=== clk_div_prog ===
Figure 1. Clock network drawn from the DEF (clk_div_prog).
Scale: 3 px per um.
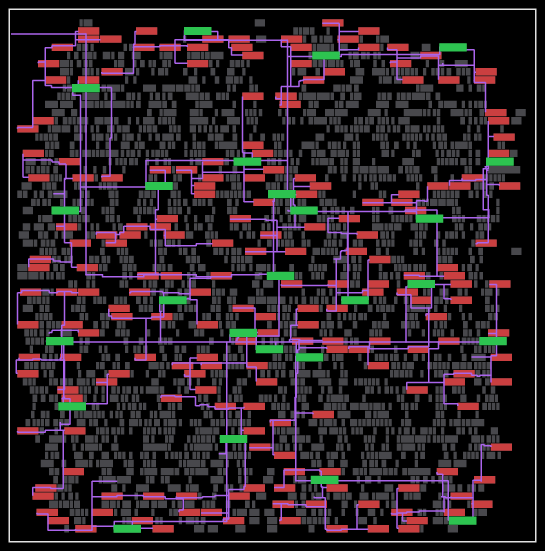

`config.mk`:
```
export PLATFORM = sky130hd
export DESIGN_NAME = clk_div_prog
export DESIGN_NICKNAME = d
export VERILOG_FILES = /design/src/rtl/clk_div_prog.sv
export SDC_FILE = /design/constraint.sdc
export NUM_CORES = 1
export LEC_CHECK = 0
export ABC_AREA = 1
export CAP_MARGIN = 10
export CORE_AREA = 2 2 173 175
export DETAILED_ROUTE_END_ITERATION = 8
export DIE_AREA = 0 0 175 177
export PLACE_DENSITY = 0.65
export REMOVE_ABC_BUFFERS = 1
export SLEW_MARGIN = 20
export SYNTH_ARGS = -nofsm -noshare
export SYNTH_HDL_FRONTEND = slang
export SYNTH_SLANG_ARGS = --single-unit
```
`constraint.sdc`:
```
create_clock -name iClkIN -period 4.4 [get_ports iClkIN]
set_input_delay 0.44 -clock iClkIN [delete_from_list [all_inputs] [get_ports iClkIN]]
set_output_delay 0.44 -clock iClkIN [all_outputs]
set_load 0.02 [all_outputs]
```
`src/rtl/clk_div_prog.sv`:
```
// Programmable N-channel clock divider: per-channel runtime ratio with
// glitch-free apply at period boundaries, registered level and strobe outputs.
module clk_div_prog #(
    parameter int N_CH  = 4,
    parameter int CH_W  = 2,
    parameter int CNT_W = 16
) (
    input  logic             iClkIN,
    input  logic             reset,
    input  logic             iEn,
    input  logic             iSync,
    input  logic             iWr,
    input  logic [CH_W-1:0]  iCh,
    input  logic [CNT_W-1:0] iDiv,
    output logic [N_CH-1:0]  oDiv,
    output logic [N_CH-1:0]  oStb,
    output logic [N_CH-1:0]  oPend
);

    logic [CNT_W-1:0] act_q [N_CH];
    logic [CNT_W-1:0] act_d [N_CH];
    logic [CNT_W-1:0] pnd_q [N_CH];
    logic [CNT_W-1:0] pnd_d [N_CH];
    logic [CNT_W-1:0] cnt_q [N_CH];
    logic [CNT_W-1:0] cnt_d [N_CH];
    logic [N_CH-1:0]  div_q, div_d;
    logic [N_CH-1:0]  stb_q, stb_d;
    logic [N_CH-1:0]  pend_q, pend_d;

    always_comb begin
        // NOTE: every next-state value starts as a copy of its register so no
        // branch can leave it unassigned and infer a latch.
        div_d  = div_q;
        stb_d  = stb_q;
        pend_d = pend_q;
        for (int k = 0; k < N_CH; k++) begin
            logic wr_hit;
            logic wrap;
            act_d[k] = act_q[k];
            pnd_d[k] = pnd_q[k];
            cnt_d[k] = cnt_q[k];
            wr_hit   = iWr && (int'(iCh) == k);
            wrap     = (cnt_q[k] == act_q[k] - 1'b1);

            if (iSync) begin
                // A write landing with iSync is taken directly as the new ratio.
                if (wr_hit) begin
                    act_d[k] = iDiv;
                    pnd_d[k] = iDiv;
                end else if (pend_q[k]) begin
                    act_d[k] = pnd_q[k];
                end
                pend_d[k] = 1'b0;
                cnt_d[k]  = '0;
                div_d[k]  = 1'b0;
                stb_d[k]  = 1'b0;
            end else begin
                if (act_q[k] < CNT_W'(2)) begin
                    // Ratio 0/1 means stopped; a pending ratio applies at once.
                    cnt_d[k] = '0;
                    div_d[k] = 1'b0;
                    stb_d[k] = 1'b0;
                    if (pend_q[k]) begin
                        act_d[k]  = pnd_q[k];
                        pend_d[k] = 1'b0;
                    end
                end else if (iEn) begin
                    div_d[k] = (cnt_q[k] < (act_q[k] >> 1));
                    stb_d[k] = wrap;
                    cnt_d[k] = wrap ? '0 : cnt_q[k] + 1'b1;
                    if (wrap && pend_q[k]) begin
                        act_d[k]  = pnd_q[k];
                        pend_d[k] = 1'b0;
                    end
                end
                // Applied from the old pending value first, so a write on the
                // apply edge survives as the next pending ratio.
                if (wr_hit) begin
                    pnd_d[k]  = iDiv;
                    pend_d[k] = 1'b1;
                end
            end
        end
    end

    always_ff @(posedge iClkIN) begin
        if (reset) begin
            for (int k = 0; k < N_CH; k++) begin
                // NOTE: state registers use non-blocking assignment so every
                // flop samples the pre-edge values of the others.
                act_q[k] <= CNT_W'(1) << (k + 1);
                pnd_q[k] <= CNT_W'(1) << (k + 1);
                cnt_q[k] <= '0;
            end
            div_q  <= '0;
            stb_q  <= '0;
            pend_q <= '0;
        end else begin
            for (int k = 0; k < N_CH; k++) begin
                act_q[k] <= act_d[k];
                pnd_q[k] <= pnd_d[k];
                cnt_q[k] <= cnt_d[k];
            end
            div_q  <= div_d;
            stb_q  <= stb_d;
            pend_q <= pend_d;
        end
    end

    assign oDiv  = div_q;
    assign oStb  = stb_q;
    assign oPend = pend_q;

endmodule

```
=== lcd_fill_rect ===
`config.mk`:
```
export PLATFORM = sky130hd
export DESIGN_NAME = lcd_fill_rect
export DESIGN_NICKNAME = d
export VERILOG_FILES = /design/src/rtl/lcd_pkg.sv /design/src/rtl/lcd_fill_seq_rom.sv /design/src/rtl/lcd_fill_rect.sv
export SDC_FILE = /design/constraint.sdc
export NUM_CORES = 1
export LEC_CHECK = 0
export ABC_AREA = 1
export CORE_AREA = 2 2 206 167
export DETAILED_ROUTE_END_ITERATION = 8
export DIE_AREA = 0 0 208 169
export PLACE_DENSITY = 0.48
export SLEW_MARGIN = 20
export SYNTH_ARGS = -nofsm -noshare
export SYNTH_HDL_FRONTEND = slang
export SYNTH_SLANG_ARGS = --single-unit
```
`constraint.sdc`:
```
create_clock -name sys_clk -period 17.55 [get_ports sys_clk]
set_input_delay 1.755 -clock sys_clk [delete_from_list [all_inputs] [get_ports sys_clk]]
set_output_delay 1.755 -clock sys_clk [all_outputs]
set_load 0.01 [all_outputs]
```
`src/rtl/lcd_pkg.sv`:
```
// ----------------------------------------------------------------------------
// lcd_pkg
// Shared definitions for the ST7735 drawing engines (lcd_fill_rect,
// lcd_show_char): 9-bit command words (bit8 = dc), dc values, common RGB565
// colours and the fill engine's state/wait-kind enumerations.
// ----------------------------------------------------------------------------
package lcd_pkg;

   localparam logic DC_CMD  = 1'b0;
   localparam logic DC_DATA = 1'b1;

   localparam logic [8:0] CMD_CASET = {DC_CMD, 8'h2A};
   localparam logic [8:0] CMD_RASET = {DC_CMD, 8'h2B};
   localparam logic [8:0] CMD_RAMWR = {DC_CMD, 8'h2C};

   localparam logic [15:0] BLACK = 16'h0000;
   localparam logic [15:0] WHITE = 16'hFFFF;

   // Index of the last header word (CASET..RAMWR is 11 words, 0..10).
   localparam logic [3:0] HDR_LAST_IDX = 4'd10;

   typedef enum logic [2:0] {
      ST_IDLE,
      ST_LATCH,
      ST_SEND,
      ST_WAIT,
      ST_PIX_HI,
      ST_PIX_LO,
      ST_DONE
   } fill_state_t;

   // What the word currently waiting for wr_done was, so WAIT knows where
   // to go next.
   typedef enum logic [1:0] {
      WK_HDR,
      WK_PIX_HI,
      WK_PIX_LO
   } wait_kind_t;

   function automatic logic [8:0] data_word(input logic [7:0] b);
      return {DC_DATA, b};
   endfunction

endpackage

```
`src/rtl/lcd_fill_seq_rom.sv`:
```
// ----------------------------------------------------------------------------
// lcd_fill_seq_rom
// Combinational table of the 11 header words sent before the pixel stream:
//   0 CASET, 1..4 data 00/xs/00/xe, 5 RASET, 6..9 data 00/ys/00/ye, 10 RAMWR.
// Ports:
//   idx      in  4  header word index (0..10; others give 9'h000)
//   xs_byte  in  8  start column, offset already applied
//   xe_byte  in  8  end column, offset already applied
//   ys_byte  in  8  start row, offset already applied
//   ye_byte  in  8  end row, offset already applied
//   word     out 9  {dc, byte}
// ----------------------------------------------------------------------------
module lcd_fill_seq_rom
   import lcd_pkg::*;
(
   input  logic [3:0] idx,
   input  logic [7:0] xs_byte,
   input  logic [7:0] xe_byte,
   input  logic [7:0] ys_byte,
   input  logic [7:0] ye_byte,
   output logic [8:0] word
);

   always_comb begin
      // NOTE: every output of a combinational block gets a default first so no
      // path leaves it unassigned, which would infer a latch.
      word = 9'h000;
      case (idx)
         4'd0:    word = CMD_CASET;
         4'd1:    word = data_word(8'h00);
         4'd2:    word = data_word(xs_byte);
         4'd3:    word = data_word(8'h00);
         4'd4:    word = data_word(xe_byte);
         4'd5:    word = CMD_RASET;
         4'd6:    word = data_word(8'h00);
         4'd7:    word = data_word(ys_byte);
         4'd8:    word = data_word(8'h00);
         4'd9:    word = data_word(ye_byte);
         4'd10:   word = CMD_RAMWR;
         default: word = 9'h000;
      endcase
   end

endmodule

```
`src/rtl/lcd_fill_rect.sv`:
```
// ----------------------------------------------------------------------------
// lcd_fill_rect
// Rectangle-fill engine for the ST7735 128x128 panel. On fill_start it
// captures the window and colour, normalises each axis, then streams
// CASET/RASET/RAMWR plus N = w*h RGB565 pixels (high byte then low byte) as
// 9-bit {dc, byte} words over the en_write/wr_done handshake of lcd_write.
//
// Optional build macro: FILL_CLIP_EN -- clamp the window end to WIDTH-1 /
// HEIGHT-1 and skip the whole transfer when the window starts off-panel.
//
// Ports:
//   sys_clk        in   1  system clock
//   sys_rst_n      in   1  asynchronous active-low reset
//   fill_start     in   1  one-cycle request, sampled only while idle
//   x0,y0,x1,y1    in   8  window corners, inclusive, any order
//   colour         in  16  RGB565 fill colour
//   wr_done        in   1  lcd_write finished the current word
//   fill_data      out  9  {dc, byte}, held until wr_done
//   en_write_fill  out  1  one-cycle write strobe
//   fill_busy      out  1  high from accepted start until fill_done
//   fill_done      out  1  one-cycle completion pulse
// ----------------------------------------------------------------------------
module lcd_fill_rect
   import lcd_pkg::*;
#(
   parameter logic [7:0] OFFSET_X = 8'd2,
   parameter logic [7:0] OFFSET_Y = 8'd3,
   parameter logic [7:0] WIDTH    = 8'd128,
   parameter logic [7:0] HEIGHT   = 8'd128
) (
   input  logic        sys_clk,
   input  logic        sys_rst_n,
   input  logic        fill_start,
   input  logic [7:0]  x0,
   input  logic [7:0]  y0,
   input  logic [7:0]  x1,
   input  logic [7:0]  y1,
   input  logic [15:0] colour,
   input  logic        wr_done,
   output logic [8:0]  fill_data,
   output logic        en_write_fill,
   output logic        fill_busy,
   output logic        fill_done
);

`ifdef FILL_CLIP_EN
   localparam logic CLIP_EN = 1'b1;
`else
   localparam logic CLIP_EN = 1'b0;
`endif

   fill_state_t state_q, state_d;
   wait_kind_t  kind_q,  kind_d;
   logic [3:0]  idx_q,   idx_d;
   logic [16:0] pix_cnt_q, pix_cnt_d;

   // Raw request, captured in IDLE.
   logic [7:0]  x0_q, x0_d, y0_q, y0_d, x1_q, x1_d, y1_q, y1_d;
   logic [15:0] colour_q, colour_d;

   // Normalised (and possibly clipped) window, captured in LATCH.
   logic [7:0]  xs_q, xs_d, xe_q, xe_d, ys_q, ys_d, ye_q, ye_d;

   logic [8:0]  fill_data_q, fill_data_d;
   logic        en_q, en_d;
   logic        busy_q, busy_d;
   logic        done_q, done_d;

   // Normalisation of the captured corners.
   logic [7:0]  xs_n, xe_n, ys_n, ye_n;
   logic [8:0]  w_n, h_n;
   logic [16:0] pix_n;
   logic        skip_n;

   logic [8:0]  rom_word;

   always_comb begin
      xs_n   = (x0_q < x1_q) ? x0_q : x1_q;
      xe_n   = (x0_q < x1_q) ? x1_q : x0_q;
      ys_n   = (y0_q < y1_q) ? y0_q : y1_q;
      ye_n   = (y0_q < y1_q) ? y1_q : y0_q;
      skip_n = 1'b0;
      if (CLIP_EN) begin
         if (xe_n >= WIDTH)  xe_n = WIDTH  - 8'd1;
         if (ye_n >= HEIGHT) ye_n = HEIGHT - 8'd1;
         skip_n = (xs_n >= WIDTH) || (ys_n >= HEIGHT);
      end
      // 9-bit spans so a 256-wide axis does not wrap to zero.
      w_n   = {1'b0, xe_n} - {1'b0, xs_n} + 9'd1;
      h_n   = {1'b0, ye_n} - {1'b0, ys_n} + 9'd1;
      pix_n = 17'(w_n) * 17'(h_n);
   end

   // The ROM is addressed with the next index so fill_data can be registered
   // together with the strobe. Offset additions wrap modulo 256.
   lcd_fill_seq_rom u_seq_rom (
      .idx     (idx_d),
      .xs_byte (xs_q + OFFSET_X),
      .xe_byte (xe_q + OFFSET_X),
      .ys_byte (ys_q + OFFSET_Y),
      .ye_byte (ye_q + OFFSET_Y),
      .word    (rom_word)
   );

   always_comb begin
      state_d   = state_q;
      kind_d    = kind_q;
      idx_d     = idx_q;
      pix_cnt_d = pix_cnt_q;
      x0_d      = x0_q;
      y0_d      = y0_q;
      x1_d      = x1_q;
      y1_d      = y1_q;
      colour_d  = colour_q;
      xs_d      = xs_q;
      xe_d      = xe_q;
      ys_d      = ys_q;
      ye_d      = ye_q;

      case (state_q)
         ST_IDLE: begin
            if (fill_start) begin
               x0_d     = x0;
               y0_d     = y0;
               x1_d     = x1;
               y1_d     = y1;
               colour_d = colour;
               state_d  = ST_LATCH;
            end
         end
         ST_LATCH: begin
            xs_d      = xs_n;
            xe_d      = xe_n;
            ys_d      = ys_n;
            ye_d      = ye_n;
            pix_cnt_d = pix_n;
            idx_d     = 4'd0;
            kind_d    = WK_HDR;
            state_d   = skip_n ? ST_DONE : ST_SEND;
         end
         ST_SEND:   state_d = ST_WAIT;
         ST_PIX_HI: state_d = ST_WAIT;
         ST_PIX_LO: state_d = ST_WAIT;
         ST_WAIT: begin
            if (wr_done) begin
               case (kind_q)
                  WK_HDR: begin
                     if (idx_q == HDR_LAST_IDX) begin
                        kind_d  = WK_PIX_HI;
                        state_d = ST_PIX_HI;
                     end else begin
                        idx_d   = idx_q + 4'd1;
                        state_d = ST_SEND;
                     end
                  end
                  WK_PIX_HI: begin
                     kind_d  = WK_PIX_LO;
                     state_d = ST_PIX_LO;
                  end
                  default: begin
                     // A pixel is complete only once its low byte is out.
                     pix_cnt_d = pix_cnt_q - 17'd1;
                     if (pix_cnt_q == 17'd1) begin
                        state_d = ST_DONE;
                     end else begin
                        kind_d  = WK_PIX_HI;
                        state_d = ST_PIX_HI;
                     end
                  end
               endcase
            end
         end
         ST_DONE: state_d = ST_IDLE;
         default: state_d = ST_IDLE;
      endcase
   end

   // Registered outputs follow the next state, so the strobe and its word
   // appear in the same cycle the FSM sits in a send state.
   always_comb begin
      en_d        = (state_d == ST_SEND) || (state_d == ST_PIX_HI) ||
                    (state_d == ST_PIX_LO);
      busy_d      = (state_d != ST_IDLE) && (state_d != ST_DONE);
      done_d      = (state_d == ST_DONE);
      fill_data_d = fill_data_q;
      case (state_d)
         ST_SEND:   fill_data_d = rom_word;
         ST_PIX_HI: fill_data_d = data_word(colour_q[15:8]);
         ST_PIX_LO: fill_data_d = data_word(colour_q[7:0]);
         default:   fill_data_d = fill_data_q;
      endcase
   end

   always_ff @(posedge sys_clk or negedge sys_rst_n) begin
      if (!sys_rst_n) begin
         state_q     <= ST_IDLE;
         kind_q      <= WK_HDR;
         idx_q       <= 4'd0;
         pix_cnt_q   <= 17'd0;
         x0_q        <= 8'd0;
         y0_q        <= 8'd0;
         x1_q        <= 8'd0;
         y1_q        <= 8'd0;
         colour_q    <= 16'd0;
         xs_q        <= 8'd0;
         xe_q        <= 8'd0;
         ys_q        <= 8'd0;
         ye_q        <= 8'd0;
         fill_data_q <= 9'h000;
         en_q        <= 1'b0;
         busy_q      <= 1'b0;
         done_q      <= 1'b0;
      end else begin
         // NOTE: non-blocking assignments so every flop samples the values
         // from before this edge, independent of statement order.
         state_q     <= state_d;
         kind_q      <= kind_d;
         idx_q       <= idx_d;
         pix_cnt_q   <= pix_cnt_d;
         x0_q        <= x0_d;
         y0_q        <= y0_d;
         x1_q        <= x1_d;
         y1_q        <= y1_d;
         colour_q    <= colour_d;
         xs_q        <= xs_d;
         xe_q        <= xe_d;
         ys_q        <= ys_d;
         ye_q        <= ye_d;
         fill_data_q <= fill_data_d;
         en_q        <= en_d;
         busy_q      <= busy_d;
         done_q      <= done_d;
      end
   end

   assign fill_data     = fill_data_q;
   assign en_write_fill = en_q;
   assign fill_busy     = busy_q;
   assign fill_done     = done_q;

endmodule

```
=== irq_controller ===
File: config.mk
export PLATFORM = sky130hd
export DESIGN_NAME = irq_controller
export DESIGN_NICKNAME = d
export VERILOG_FILES = /design/src/rtl/irq_controller.sv
export SDC_FILE = /design/constraint.sdc
export NUM_CORES = 1
export LEC_CHECK = 0
export CAP_MARGIN = 10
export CORE_ASPECT_RATIO = 0.8
export CORE_MARGIN = 10
export CORE_UTILIZATION = 45
export DETAILED_ROUTE_END_ITERATION = 7
export PLACE_DENSITY = 0.69
export SLEW_MARGIN = 20
export SYNTH_ARGS = -nofsm -noshare
export SYNTH_HDL_FRONTEND = slang
export SYNTH_SLANG_ARGS = --single-unit
export TNS_END_PERCENT = 10
File: constraint.sdc
create_clock -name clk -period 3.4 [get_ports clk]
set_clock_uncertainty 0.2 [all_clocks]
set_input_delay 0.51 -clock clk [delete_from_list [all_inputs] [get_ports clk]]
set_output_delay 0.51 -clock clk [all_outputs]
set_load 0.05 [all_outputs]
File: src/rtl/irq_controller.sv
// Machine-level interrupt controller: edge-latched external sources plus a
// prescaled mtime/mtimecmp timer, masked and fixed-priority selected, with a
// request/service handshake toward the exception unit.
module irq_controller #(
   parameter int unsigned NSRC    = 4,
   parameter int unsigned PRESC_W = 16
) (
   input  logic            clk,
   input  logic            rst,
   input  logic [NSRC-1:0] irq_src,
   input  logic            mie,
   input  logic            trap_taken,
   input  logic            mret,
   input  logic            cfg_we,
   input  logic [2:0]      cfg_addr,
   input  logic [31:0]     cfg_wdata,
   output logic [31:0]     cfg_rdata,
   output logic            interrupt,
   output logic [3:0]      irq_id
);

   typedef enum logic [1:0] {StIdle, StReq, StService} state_e;

   state_e             state_q, state_d;
   logic [NSRC:0]      enable_q, enable_d;
   logic [NSRC:1]      pend_q, pend_d;
   logic [NSRC-1:0]    src_q;
   logic [31:0]        mtime_q, mtime_d;
   logic [31:0]        mtimecmp_q, mtimecmp_d;
   logic [PRESC_W-1:0] presc_q, presc_d;
   logic [PRESC_W-1:0] cnt_q, cnt_d;
   logic               interrupt_q, interrupt_d;
   logic [3:0]         irq_id_q, irq_id_d;

   logic               timer_hit;
   logic [NSRC:0]      pending;
   logic [NSRC:0]      active;
   logic [NSRC:1]      set_ev;
   logic [NSRC:1]      w1c;
   logic [NSRC:1]      trap_clr;
   logic [3:0]         winner_id;

   // Timer level is never latched; it tracks the compare continuously.
   assign timer_hit = (mtime_q >= mtimecmp_q);
   assign pending   = {pend_q, timer_hit};
   assign active    = pending & enable_q;
   assign set_ev    = irq_src & ~src_q;
   assign w1c       = (cfg_we && cfg_addr == 3'd1) ? cfg_wdata[NSRC:1] : '0;

   assign interrupt = interrupt_q;
   assign irq_id    = irq_id_q;

   // Fixed priority: lowest active index wins; id equals the pending bit index.
   always_comb begin
      winner_id = '0;
      for (int i = int'(NSRC); i >= 0; i--) begin
         if (active[i]) winner_id = 4'(i);
      end
   end

   // Config registers, timer and pending next-state.
   always_comb begin
      enable_d   = enable_q;
      mtimecmp_d = mtimecmp_q;
      presc_d    = presc_q;
      mtime_d    = mtime_q;
      cnt_d      = cnt_q + 1'b1;
      if (cnt_q >= presc_q) begin
         cnt_d   = '0;
         mtime_d = mtime_q + 32'd1;
      end
      if (cfg_we) begin
         unique case (cfg_addr)
            3'd0:    enable_d   = cfg_wdata[NSRC:0];
            3'd2:    mtime_d    = cfg_wdata;
            3'd3:    mtimecmp_d = cfg_wdata;
            3'd5:    presc_d    = cfg_wdata[PRESC_W-1:0];
            default: ;
         endcase
      end
      // A new edge outranks any clear in the same cycle.
      pend_d = (pend_q & ~w1c & ~trap_clr) | set_ev;
   end

   // Request/service FSM.
   always_comb begin
      state_d     = state_q;
      interrupt_d = interrupt_q;
      irq_id_d    = irq_id_q;
      trap_clr    = '0;
      unique case (state_q)
         StIdle: begin
            if (mie && |active) begin
               state_d     = StReq;
               interrupt_d = 1'b1;
               irq_id_d    = winner_id;
            end
         end
         StReq: begin
            if (trap_taken) begin
               state_d     = StService;
               interrupt_d = 1'b0;
               for (int i = 1; i <= int'(NSRC); i++) begin
                  trap_clr[i] = (irq_id_q == 4'(i));
               end
            end else if (!mie || !(|active)) begin
               state_d     = StIdle;
               interrupt_d = 1'b0;
            end else begin
               irq_id_d = winner_id;
            end
         end
         StService: begin
            interrupt_d = 1'b0;
            if (mret) state_d = StIdle;
         end
         default: state_d = StIdle;
      endcase
   end

   // Combinational register read port.
   always_comb begin
      cfg_rdata = '0;
      unique case (cfg_addr)
         3'd0:    cfg_rdata[NSRC:0] = enable_q;
         3'd1:    cfg_rdata[NSRC:0] = pending;
         3'd2:    cfg_rdata = mtime_q;
         3'd3:    cfg_rdata = mtimecmp_q;
         3'd4:    cfg_rdata[3:0] = irq_id_q;
         3'd5:    cfg_rdata[PRESC_W-1:0] = presc_q;
         default: cfg_rdata = '0;
      endcase
   end

   // State registers.
   always_ff @(posedge clk or posedge rst) begin
      if (rst) begin
         state_q     <= StIdle;
         enable_q    <= '0;
         pend_q      <= '0;
         src_q       <= '0;
         mtime_q     <= '0;
         mtimecmp_q  <= 32'hFFFF_FFFF;
         presc_q     <= '0;
         cnt_q       <= '0;
         interrupt_q <= 1'b0;
         irq_id_q    <= '0;
      end else begin
         state_q     <= state_d;
         enable_q    <= enable_d;
         pend_q      <= pend_d;
         src_q       <= irq_src;
         mtime_q     <= mtime_d;
         mtimecmp_q  <= mtimecmp_d;
         presc_q     <= presc_d;
         cnt_q       <= cnt_d;
         interrupt_q <= interrupt_d;
         irq_id_q    <= irq_id_d;
      end
   end

endmodule

Figure 2. Clock network drawn from the DEF (irq_controller).
Scale: 3 px per um.
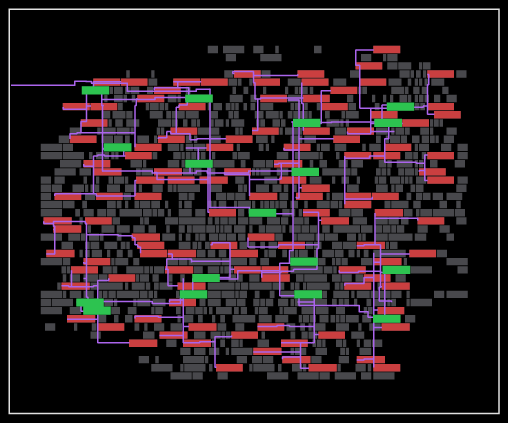
Key: clock-net drivers = green [count 17]; flip-flops = red [count 115]; clock wires = purple [length 1780 um]
Position of the flops: spread over the die.
clk latency late pin: 0.42 ns

==> run_results.csv, irq_controller <==
group,metric,value,unit
outcome,status,"finished, violations left",
outcome,violations,"negative setup slack",
worst_setup_path,crit_required,2.69,ns
floorplanning,fp.dieW,163,um
worst_setup_path,path_class,"reg -> out",
synth,ys_top_cells_by_count,"dfrtp_1, nand2_1, inv_1, nor2_1, mux2_2",
placed_design,placed_area,8930,sq um
final_layout,final_cell_mix,"dfrtp_1, nand2_1, inv_1",
worst_setup_path,path_delay_family,"multiplexers",
floorplanning,dieArea,21800,sq um
worst_setup_path,critPathLaunchType,"flip-flop",
final_layout,postLayoutCoreUtil,61.7,%
worst_setup_path,path_max_fanout,3,
worst_setup_path,rrSetupSlack,-0.08,ns
detailed_routing,wire_per_inst,17.6,um
synth,syn_inst,754,
synth,logic_family,"simple AND/OR/NAND/NOR gates",
final_timing,setup_slack,-0.375,ns
final_timing,finalSetupViolations,3,
-- irq_controller: layer usage --
layer,share of wire [%],track usage (%)
met5,0,0
met2,44,26.5
met4,0.82,4.15
met1,49,25.1
met3,6.4,6.15
-- irq_controller: layout make-up --
class                   instances  area (sq um)
flip-flops and latches        115          2920
fillers                      1314          6090
repair buffers                137          1530
multi-input cells             543          4190
clock buffers                  22           474
inverters                      67           255
well taps                     215           269
clock inverters                10           178
-- irq_controller: worst register-to-register path: cells and delay by family (launching register included) --
family	cells	cell delay (ns)
buf+inv	8	1.00
simple gates	4	0.89
flops	1	0.54
compound gates	2	0.46
fa+ha+maj	1	0.29
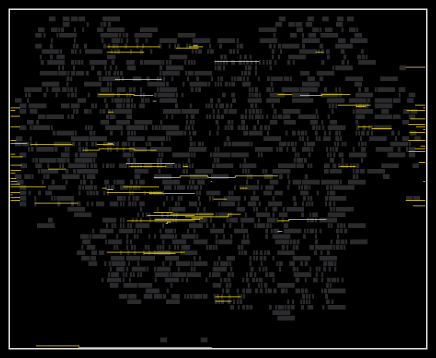
Figure 3: lcd_fill_rect, signal wires on met3.
Scale: 2 px per um.
The layer holds 4.1% of the routed length. The layer carries 1030 um of wire.

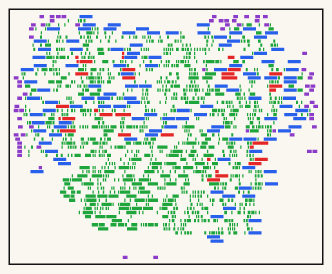
Figure 4: lcd_fill_rect, placement by cell class.
Scale: 1.5 px per um.
Key: clock drivers and dummy loads = red [cells 32]; registers = blue [cells 118]; remaining buffers and delay cells = purple [cells 66]; remaining logic cells = green [cells 1164]

==> run_results.csv, lcd_fill_rect <==
group,metric,value,unit
worst_setup_path,path_delay_family,"adder cells",
final_timing,setup_slack,9.35,ns
detailed_routing,routed_wl,25200,um
final_timing,slew_viol_final,0,
clock_network,holdBufCountCts,0,
global_routing,use_met2,20.5,%
detailed_routing,drt_iter0_drc,437,
placed_design,dp_slack,9.36,ns
placed_design,port_buffers,63,
placed_design,placed_area,10900,sq um
detailed_routing,top_layer,"met4",
floorplanning,fp-row-count,60,
min_path,hold_depth,2,
global_routing,grt.total_usage,14.6,%
global_routing,gr-total-overflow,0,
final_timing,final_hold_viol_count,0,
outcome,status,"complete, no violations",
clock_network,root_buffer,"clkbuf_16",
synth,synthesis.area,9820,sq um
synth,xor_share,1.52,%
detailed_routing,drc,0,
-- lcd_fill_rect: registers in the layout (all words and copies together), names as in the netlist, 2 cells and up --
signal / cells
pix_cnt_q: 17
colour_q: 16
fill_data: 9
x0_q: 8
x1_q: 8
xe_q: 8
xs_q: 8
y0_q: 8
y1_q: 8
ye_q: 8
ys_q: 8
idx_q: 4
state_q: 3
kind_q: 2
-- lcd_fill_rect: final cells by class --
class	count	area, sq um
clock inverters	12	175
well taps	434	543
repair buffers	66	651
inverters	231	871
fillers	3571	21700
flip-flops and latches	118	2950
multi-input cells	933	5860
clock buffers	20	457
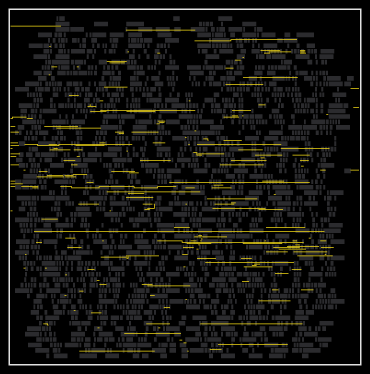
Figure 5: clk_div_prog, signal wires on met3.
Scale: 2 px per um.
The wires run mostly horizontal. The layer holds 4.9% of the routed length. The layer carries 1950 um of wire. The longest straight run is 145 um. 128 nets have wire on it.
detailed-route via count: 14700
met3 Use GR: 3.09%
drt total wl: 40100 um

About Figure 1:
Key: clock wires = purple [length 3160 um]; flip-flops = red [count 204]; clock-net drivers = green [count 25]
Position of the flops: spread over the die. There are 26 routed clock nets.

==> run_results.csv, clk_div_prog <==
group,metric,value,unit
outcome,status,"complete, no violations",
worst_setup_path,path_delay_family,"simple AND/OR/NAND/NOR gates",
synth,synthesis.area,14300,sq um
clock_network,clkTransAtPathRegs,0.06,ns
final_timing,slew_viol_final,0,
floorplanning,n_tap_cell,390,
final_timing,fin_crit_sh,68.2,%
synth,synthFlopType,"dfxtp_1",
final_layout,sh_comb_area,58.1,%
final_layout,logic_area,9120,sq um
final_layout,flop_area,4080,sq um
final_layout,buffer_area_share,3.06,%
synth,xor_share,4.19,%
synth,ys_seq_share,28.5,%
synth,edf_count,0,
clock_network,cts_buffers,25,
synth,logic_family,"simple AND/OR/NAND/NOR gates",
final_layout,clockBufferCount,37,
synth,ys_async_sr_fraction,0,%
worst_setup_path,r2r-start,"act_q[1][1]",
worst_setup_path,cp_slowest_stage_delay,0.60,ns
worst_setup_path,crit_arrival,3.42,ns
synth,netlist-cell-type-count,46,
worst_setup_path,path_max_fanout,32,
worst_setup_path,critPathCapture,"act_q[1][0]",
final_layout,n_antenna_cell,0,
final_layout,nNetsFinal,2410,
clock_network,cts_tree,"yes",
final_layout,inv_count,193,
synth,yosys_area,14300,sq um
floorplanning,fp.dieW,175,um
synth,ys.warnings.count,0,
synth,ys_sh_adder,5.59,%
global_routing,grt_pass1_vias,13500,
global_routing,use_met2,44.7,%
final_timing,rsz0062_at_grt,"false",
final_timing,skew,0.00593,ns
final_layout,seq_share,26.0,%
clock_network,root_buffer,"clkbuf_16",
final_layout,largestRegisters,"act_q x64, cnt_q x64, pnd_q x64",
global_routing,antenna_found_initial,0,
final_layout,area_delta_synth_final,9.47,%
floorplanning,io_pins,35,
worst_setup_path,rrSetupSlack,1.40,ns
global_routing,busiest_layer,"met2",
synth,yosys.area_share.aoi,13.9,%
final_timing,fin_setup_tns,0,ns
final_timing,worst_slew_pin_slew,0.984,ns
clock_network,cts-htree-levels,1,
clock_network,holdBufCountCts,0,
detailed_routing,dr.pass1.iters,6,
==> clk_div_prog: Yosys cell counts, types with 12 or more instances <==
master / number / share of area [%]
a21boi_0: 12 / 0.63
a21oi_1: 182 / 6.4
a31oi_1: 14 / 0.61
buf_2: 14 / 0.49
clkbuf_1: 64 / 1.7
dfxtp_1: 204 / 28
ha_1: 64 / 5.6
inv_1: 179 / 4.7
nand2_1: 747 / 20
nand3_1: 195 / 6.8
nand3b_1: 14 / 0.73
nand4_1: 12 / 0.52
nor2_1: 265 / 6.9
nor3_1: 45 / 1.6
o21ai_0: 135 / 4.7
xnor2_1: 21 / 1.3
xor2_1: 45 / 2.7

==> notes/layouts.md <==
Pictures saved along the way, in no particular order.

Clock routing.
(a)
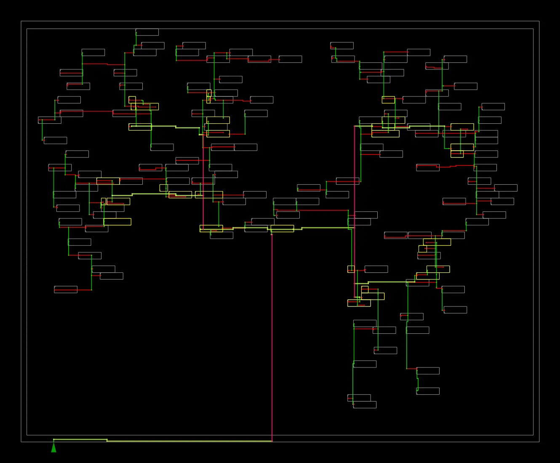
(b)
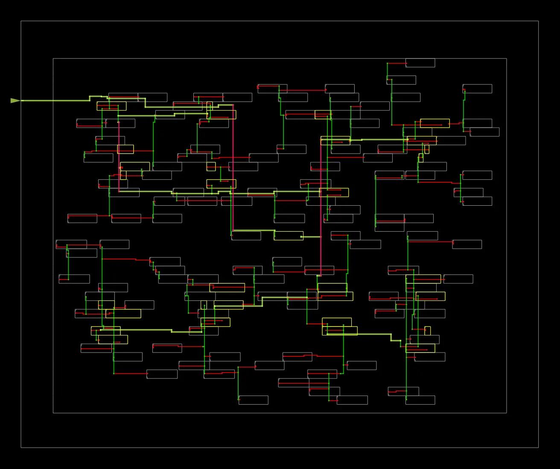
(c)
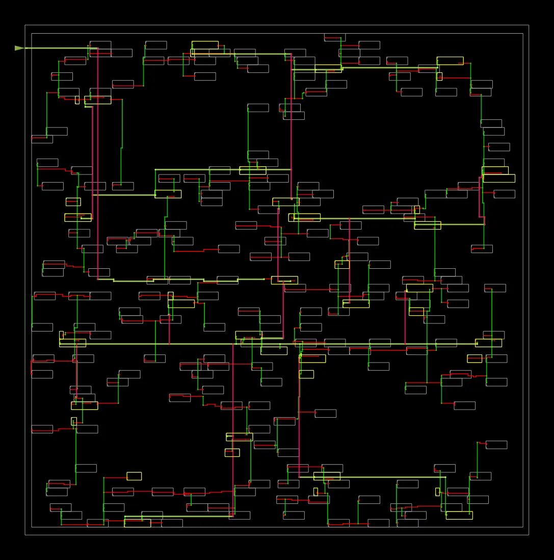
- most clock buffers: (c)
- most sequential cells: (c)
(b) comes from irq_controller.
(a) comes from lcd_fill_rect.
(c) comes from clk_div_prog.


=== ddr3_refresh_scheduler ===
Figure 6. Clock network drawn from the DEF (ddr3_refresh_scheduler).
Scale: 10 px per um.
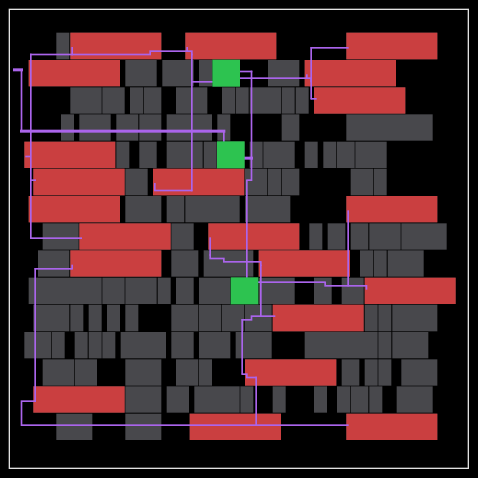

<file path="src/rtl/ddr3_refresh_scheduler.sv">
// DDR3 refresh scheduler.
// Generates refresh requests from a tREFI interval timer, tracks postponed
// refreshes with a saturating pending counter and holds off all commands for
// tRFC after every refresh the controller actually issues.
module ddr3_refresh_scheduler #(
    parameter int CLK_PERIOD    = 6,
    parameter int TREFI_NS      = 7800,
    parameter int TRFC_NS       = 160,
    parameter int MAX_PENDING   = 9,
    parameter int URGENT_THRESH = 8
) (
    input  logic       clk,
    input  logic       reset_n,
    input  logic       init_done,
    input  logic       ref_ack,
    output logic       ref_req,
    output logic       ref_urgent,
    output logic       ref_busy,
    output logic [3:0] pending_cnt,
    output logic       overflow
);

    // tREFI rounds down so refreshes are never issued late; tRFC rounds up so
    // the lockout is never shorter than the DRAM needs.
    localparam int TREFI_CYC = TREFI_NS / CLK_PERIOD;
    localparam int TRFC_CYC  = (TRFC_NS + CLK_PERIOD - 1) / CLK_PERIOD;
    localparam int INT_W     = $clog2(TREFI_CYC);
    localparam int RFC_W     = $clog2(TRFC_CYC + 1);

    logic [INT_W-1:0] int_cnt;
    logic [RFC_W-1:0] rfc_cnt;
    logic [3:0]       pending;
    logic             tick;
    logic             ack_ok;

    assign tick   = init_done && (int_cnt == INT_W'(TREFI_CYC - 1));
    assign ack_ok = ref_ack && ref_req;

    // Interval timer: counts up while initialised, wraps on the tick cycle.
    always_ff @(posedge clk or negedge reset_n) begin
        if (!reset_n) begin
            int_cnt <= '0;
        end else if (!init_done || tick) begin
            int_cnt <= '0;
        end else begin
            int_cnt <= int_cnt + 1'b1;
        end
    end

    // Pending counter: +1 per tick, -1 per accepted ack, saturating at the top.
    always_ff @(posedge clk or negedge reset_n) begin
        if (!reset_n) begin
            pending <= '0;
        end else if (!init_done) begin
            pending <= '0;
        end else if (tick && !ack_ok) begin
            if (pending != 4'(MAX_PENDING)) begin
                pending <= pending + 1'b1;
            end
        end else if (ack_ok && !tick) begin
            pending <= pending - 1'b1;
        end
    end

    // Sticky overflow: a tick was lost because the counter was already full.
    // Deliberately independent of init_done so the error survives a re-init.
    always_ff @(posedge clk or negedge reset_n) begin
        if (!reset_n) begin
            overflow <= 1'b0;
        end else if (tick && !ack_ok && (pending == 4'(MAX_PENDING))) begin
            overflow <= 1'b1;
        end
    end

    // tRFC lockout: down-counter loaded on an accepted ack, busy while nonzero.
    // Acks during busy are never accepted, so the window cannot be extended.
    always_ff @(posedge clk or negedge reset_n) begin
        if (!reset_n) begin
            rfc_cnt <= '0;
        end else if (ack_ok) begin
            rfc_cnt <= RFC_W'(TRFC_CYC);
        end else if (rfc_cnt != '0) begin
            rfc_cnt <= rfc_cnt - 1'b1;
        end
    end

    // Outputs decoded from registered state only.
    always_comb begin
        ref_busy    = (rfc_cnt != '0);
        ref_req     = (pending != '0) && !ref_busy;
        ref_urgent  = (pending >= 4'(URGENT_THRESH));
        pending_cnt = pending;
    end

endmodule

</file>
<file path="config.mk">
export PLATFORM = sky130hd
export DESIGN_NAME = ddr3_refresh_scheduler
export DESIGN_NICKNAME = d
export VERILOG_FILES = /design/src/rtl/ddr3_refresh_scheduler.sv
export SDC_FILE = /design/constraint.sdc
export NUM_CORES = 1
export LEC_CHECK = 0
export CORE_UTILIZATION = 62
export CTS_BUF_LIST = sky130_fd_sc_hd__clkbuf_4
export DETAILED_ROUTE_END_ITERATION = 10
export GPL_TIMING_DRIVEN = 0
export PLACE_DENSITY_LB_ADDON = 0.25
export SYNTH_ARGS = -nofsm -noshare
export SYNTH_HDL_FRONTEND = slang
export SYNTH_SLANG_ARGS = --single-unit
</file>
<file path="constraint.sdc">
create_clock -name clk -period 5.06 [get_ports clk]
set_clock_uncertainty 0.1 [all_clocks]
set_input_delay 0.506 -clock clk [delete_from_list [all_inputs] [get_ports clk]]
set_output_delay 0.506 -clock clk [all_outputs]
set_load 0.1 [all_outputs]
</file>
=== vga_timing_pattern ===
==> config.mk <==
export PLATFORM = sky130hd
export DESIGN_NAME = vga_timing_pattern
export DESIGN_NICKNAME = d
export VERILOG_FILES = /design/src/rtl/vga_timing_pattern.sv
export SDC_FILE = /design/constraint.sdc
export NUM_CORES = 1
export LEC_CHECK = 0
export CAP_MARGIN = 20
export CORE_ASPECT_RATIO = 0.9
export CORE_UTILIZATION = 35
export DETAILED_ROUTE_END_ITERATION = 8
export GPL_ROUTABILITY_DRIVEN = 0
export HOLD_SLACK_MARGIN = 0.1
export PLACE_DENSITY = 0.57
export RECOVER_POWER = 25
export SLEW_MARGIN = 25
export SYNTH_ARGS = -nofsm -noshare
export SYNTH_HDL_FRONTEND = slang
export SYNTH_SLANG_ARGS = --single-unit
==> constraint.sdc <==
create_clock -name CLOCK_50 -period 2.7 [get_ports CLOCK_50]
set_clock_uncertainty 0.15 [all_clocks]
set_input_delay 0.54 -clock CLOCK_50 [delete_from_list [all_inputs] [get_ports CLOCK_50]]
set_output_delay 0.54 -clock CLOCK_50 [all_outputs]
set_load 0.005 [all_outputs]
==> src/rtl/vga_timing_pattern.sv <==
// 640x480@60 VGA timing and 8-colour bar generator on a CLOCK_50/2 pixel clock.
// Optional white grid overlay when VGA_PATTERN_GRID_EN is defined.
module vga_timing_pattern #(
    parameter int H_VISIBLE = 640,
    parameter int H_FRONT   = 16,
    parameter int H_SYNC    = 96,
    parameter int H_BACK    = 48,
    parameter int V_VISIBLE = 480,
    parameter int V_FRONT   = 10,
    parameter int V_SYNC    = 2,
    parameter int V_BACK    = 33
) (
    input  logic       CLOCK_50,
    input  logic       RESET_N,
    output logic [7:0] VGA_R,
    output logic [7:0] VGA_G,
    output logic [7:0] VGA_B,
    output logic       VGA_CLK,
    output logic       VGA_SYNC_N,
    output logic       VGA_BLANK_N,
    output logic       VGA_HS,
    output logic       VGA_VS,
    output logic [2:0] ohs,
    output logic [2:0] ovs
);

    typedef enum logic [2:0] {
        PH_VISIBLE = 3'd0,
        PH_FRONT   = 3'd1,
        PH_SYNC    = 3'd2,
        PH_BACK    = 3'd3
    } phase_t;

    localparam int H_TOTAL = H_VISIBLE + H_FRONT + H_SYNC + H_BACK;
    localparam int V_TOTAL = V_VISIBLE + V_FRONT + V_SYNC + V_BACK;
    localparam logic [9:0] H_LAST = 10'(H_TOTAL - 1);
    localparam logic [9:0] V_LAST = 10'(V_TOTAL - 1);

    function automatic phase_t phase_of(
        input logic [9:0] c,
        input int         vis,
        input int         fp,
        input int         sy
    );
        int n;
        n = int'(c);
        if (n < vis) begin
            return PH_VISIBLE;
        end else if (n < vis + fp) begin
            return PH_FRONT;
        end else if (n < vis + fp + sy) begin
            return PH_SYNC;
        end else begin
            return PH_BACK;
        end
    endfunction

    logic       vga_clk_q, vga_clk_d;
    logic [9:0] hcnt_q, hcnt_d;
    logic [9:0] vcnt_q, vcnt_d;
    phase_t     ohs_q, ohs_d;
    phase_t     ovs_q, ovs_d;
    logic       pe;

    always_ff @(posedge CLOCK_50 or negedge RESET_N) begin
        if (!RESET_N) begin
            vga_clk_q <= 1'b0;
            hcnt_q    <= '0;
            vcnt_q    <= '0;
            ohs_q     <= PH_VISIBLE;
            ovs_q     <= PH_VISIBLE;
        end else begin
            vga_clk_q <= vga_clk_d;
            hcnt_q    <= hcnt_d;
            vcnt_q    <= vcnt_d;
            ohs_q     <= ohs_d;
            ovs_q     <= ovs_d;
        end
    end

    // Advance on the edge where VGA_CLK falls so data is settled at its rise.
    always_comb begin
        vga_clk_d = ~vga_clk_q;
        pe        = vga_clk_q;
        hcnt_d    = hcnt_q;
        vcnt_d    = vcnt_q;
        if (pe) begin
            if (hcnt_q == H_LAST) begin
                hcnt_d = '0;
                vcnt_d = (vcnt_q == V_LAST) ? 10'd0 : vcnt_q + 10'd1;
            end else begin
                hcnt_d = hcnt_q + 10'd1;
            end
        end
        ohs_d = phase_of(hcnt_d, H_VISIBLE, H_FRONT, H_SYNC);
        ovs_d = phase_of(vcnt_d, V_VISIBLE, V_FRONT, V_SYNC);
    end

    logic       active;
    logic [2:0] bar;
    logic [2:0] bar_rgb;
    logic [2:0] pix_rgb;

    assign active = RESET_N && (ohs_q == PH_VISIBLE) && (ovs_q == PH_VISIBLE);
    assign bar    = 3'(hcnt_q / 10'd80);

    always_comb begin
        bar_rgb = 3'b000;
        unique case (bar)
            3'd0: bar_rgb = 3'b111;
            3'd1: bar_rgb = 3'b110;
            3'd2: bar_rgb = 3'b011;
            3'd3: bar_rgb = 3'b010;
            3'd4: bar_rgb = 3'b101;
            3'd5: bar_rgb = 3'b100;
            3'd6: bar_rgb = 3'b001;
            3'd7: bar_rgb = 3'b000;
        endcase
    end

`ifdef VGA_PATTERN_GRID_EN
    logic grid;
    assign grid    = (hcnt_q[5:0] == 6'd0) || (vcnt_q[5:0] == 6'd0);
    assign pix_rgb = grid ? 3'b111 : bar_rgb;
`else
    assign pix_rgb = bar_rgb;
`endif

    assign VGA_R       = {8{active & pix_rgb[2]}};
    assign VGA_G       = {8{active & pix_rgb[1]}};
    assign VGA_B       = {8{active & pix_rgb[0]}};
    assign VGA_CLK     = vga_clk_q;
    assign VGA_SYNC_N  = 1'b0;
    assign VGA_BLANK_N = active;
    assign VGA_HS      = (ohs_q != PH_SYNC);
    assign VGA_VS      = (ovs_q != PH_SYNC);
    assign ohs         = ohs_q;
    assign ovs         = ovs_q;

endmodule

Figure 7. Signal wires on met3 (ddr3_refresh_scheduler).
Scale: 8 px per um.
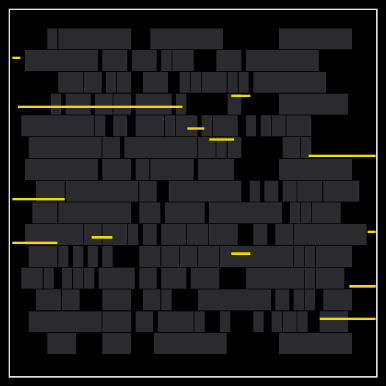
The wires run mostly horizontal. The longest straight run is 20.2 um. 11 nets have wire on it. The layer holds 2.8% of the routed length. The layer carries 61.9 um of wire.

Notes on Figure 6 above:
Key: clock wires = purple [length 241 um]; flip-flops = red [count 21]; clock-net drivers = green [count 3]
There are 4 routed clock nets. Position of the flops: spread over the die.
clock network fraction of total power: 31.6%
clk latency late pin: 0.30 ns
P_clk: 0.0000846 W

==> run_results.csv, ddr3_refresh_scheduler <==
group,metric,value,unit
outcome,status,"complete, no violations",
final_layout,nNetsFinal,145,
synth,logic_family,"simple AND/OR/NAND/NOR gates",
final_timing,finalSetupViolations,0,
global_routing,grt_pass1_wl,3850,um
min_path,hold_path_end,"overflow",
final_timing,final_hold_viol_count,0,
final_timing,slew_viol_final,0,
global_routing,grt_use_met1,35.7,%
clock_network,post_cts_resized,0,
synth,yosysTopAreaCell,"dfrtp_1",
global_routing,antenna_found_initial,0,
detailed_routing,route.met2.wl,1130,um
synth,simple_gate_area_share,29.2,%
final_layout,buffers,12,
power_and_ir_drop,p_leak,0.688,nW
global_routing,busiest_layer,"met2",
run,cap_viol_max_count,0,
power_and_ir_drop,seqPwrFrac,64.1,%
synth,synthFlopType,"dfrtp_1",
min_path,min_from,"overflow",
final_layout,flop_area,526,sq um
synth,synthesis.area,1190,sq um
detailed_routing,wire_per_inst,14.0,um
power_and_ir_drop,intPower,0.000210,W
worst_setup_path,worst-path-buf-inv,3,
power_and_ir_drop,powerDensity,199,nW/um^2
placed_design,placed_area,1320,sq um
worst_setup_path,path_class,"reg -> out",
synth,netlist-cell-type-count,35,
synth,xor_share,8.11,%
clock_network,holdBufCountCts,0,
floorplanning,fp_util,67.3,%
worst_setup_path,crit_path_end_kind,"output port",
final_timing,setup_slack,1.61,ns
power_and_ir_drop,comb_power,0.0000115,W
worst_setup_path,worstSetupStartpoint,"rfc_cnt[0]",
final_layout,buffer_area_share,7.98,%
clock_network,cts_tree,"yes",
synth,ys_async_sr_fraction,100,%
final_timing,fmax,290,MHz
worst_setup_path,rrSetupSlack,2.29,ns
synth,yosys.area_share.aoi,6.01,%
synth,synth_nets,130,
worst_setup_path,path_delay_family,"buffers and inverters",
final_layout,area_delta_synth_final,13.6,%
synth,ys.warnings.count,0,
floorplanning,n_tap_cell,25,
worst_setup_path,cp_common_cell,"inv_1",
final_timing,fin_setup_tns,0,ns
worst_setup_path,crit_chain,"inv_1, ha_1, nor4b_4, inv_1, nor2_1, clkdlybuf4s50_1",
floorplanning,dieArea,2090,sq um
final_layout,logic_area,632,sq um
final_layout,clockBufferCount,4,
synth,yosys_area,1190,sq um
detailed_routing,vias,895,
global_routing,grt.total_usage,25.9,%
power_and_ir_drop,power,0.000268,W
clock_network,cts_buffers,3,
clock_network,cts.path.max_buffers,2,
clock_network,post-cts-setup-buffer-count,0,
detailed_routing,wl_met1,1020,um
global_routing,gr-total-overflow,0,
## ddr3_refresh_scheduler: flip-flops by register name, summed over array words and instances, names as in the netlist
signal       cells
int_cnt         11
overflow         1
pending_cnt      4
rfc_cnt          5
## ddr3_refresh_scheduler: through the flow
step	instances	utilization, %
after floorplan	120	-
final	159	76.5
after detailed placement	155	74.8
after global placement	155	74.8
after global routing	159	76.5
after CTS	159	76.5
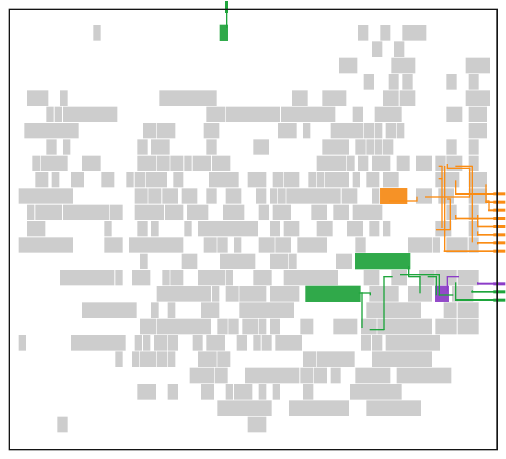
Figure 8: vga_timing_pattern, I/O nets highlighted.
Scale: 6 px per um.
Key: VGA_G = orange [bits 8, direction output, edge right, end cells 1, buffers 12, wire 110 um]; VGA_HS = purple [bits 1, direction output, edge right, end cells 1, buffers 1, wire 6.90 um]; ohs = green [bits 3, direction output, edge 2 right, 1 top, end cells 3, buffers 5, wire 58.7 um]

==> run_results.csv, vga_timing_pattern <==
group,metric,value,unit
outcome,status,"complete, no violations",
detailed_routing,wire_per_inst,13.2,um
final_timing,hold_ws,0.377,ns
synth,syn_inst,221,
clock_network,clkSinkCount,25,
final_layout,buffers,65,
final_layout,postLayoutCoreUtil,45.1,%
final_layout,clockBufferCount,3,
final_timing,fin_crit,2.64,ns
worst_setup_path,critical_path_cell_count,8,
clock_network,cts-htree-levels,1,
global_routing,grt.total_usage,15.2,%
worst_setup_path,crit_chain,"nand2b_4, or4_4, buf_6, a211oi_2, buf_4, buf_4, buf_4, clkbuf_2",
final_timing,fin_setup_tns,0,ns
min_path,hold_depth,1,
power_and_ir_drop,p_switching,0.000149,W
synth,edf_count,0,
worst_setup_path,r2r-start,"hcnt_q[6]",
floorplanning,dieArea,5930,sq um
clock_network,post_cts_resized,83,
synth,simple_gate_area_share,26.0,%
final_layout,flop_area,627,sq um
floorplanning,fp-row-count,25,
[vga_timing_pattern: Yosys cell counts (all sizes together) (4+ instances only)]
master   n  area, sq um
xor2     4         35.0
and3     4         25.0
ha       4         50.1
a21oi    6         30.0
buf     29          218
xnor2   10          133
inv     12         45.0
dfrtp   25          626
nand4    5         46.3
clkbuf   8         31.3
o21ai   13         65.1
nand2b   5         31.3
a31oi    6         37.5
nor3     4         31.3
nor2    12         45.0
nand3   12         72.6
nand2   20         75.1

==> notes/layouts.md <==
Pictures saved along the way, in no particular order.

Placement by cell class.
shot_01.png
Scale: 3 px per um.
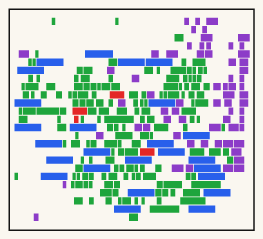
shot_02.png
Scale: 6 px per um.
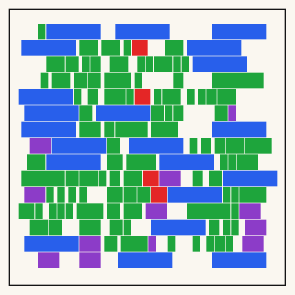
- highest utilization: shot_02.png
- largest die: shot_01.png
shot_02.png is ddr3_refresh_scheduler.
shot_01.png is vga_timing_pattern.



==> layout pictures side by side <==
I/O nets highlighted.
Plate I
Scale: 3 px per um.
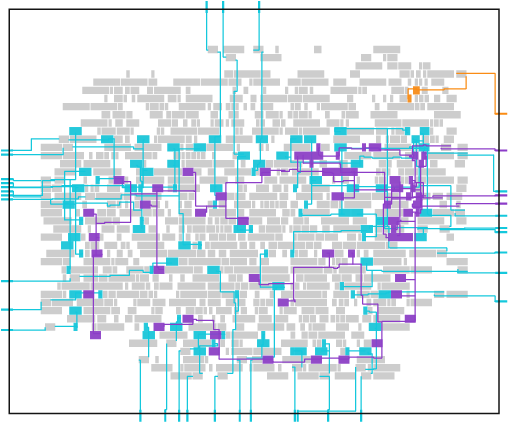
Plate II
Scale: 2 px per um.
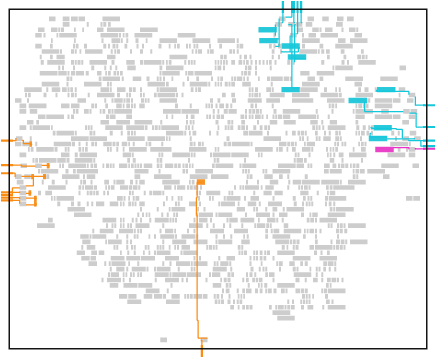
Plate III
Scale: 3 px per um.
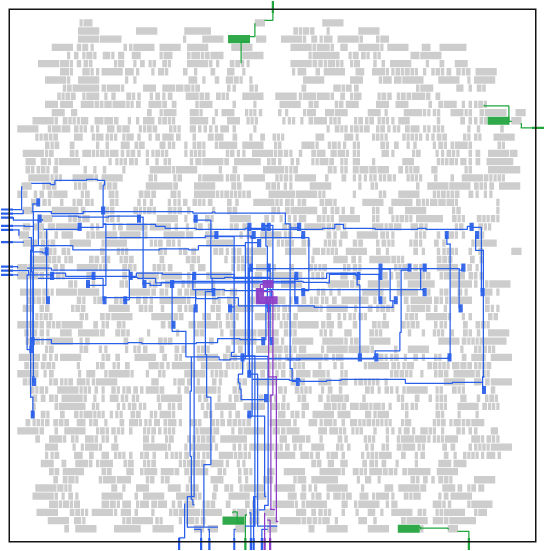
Plate IV
Scale: 10 px per um.
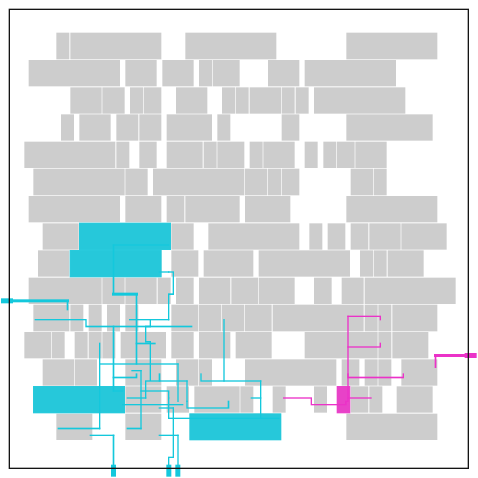
Plate IV -> ddr3_refresh_scheduler
Plate III -> clk_div_prog
Plate I -> irq_controller
Plate II -> lcd_fill_rect
The one with the most cells is Plate III.

Power is estimated from default activity; no workload was simulated.
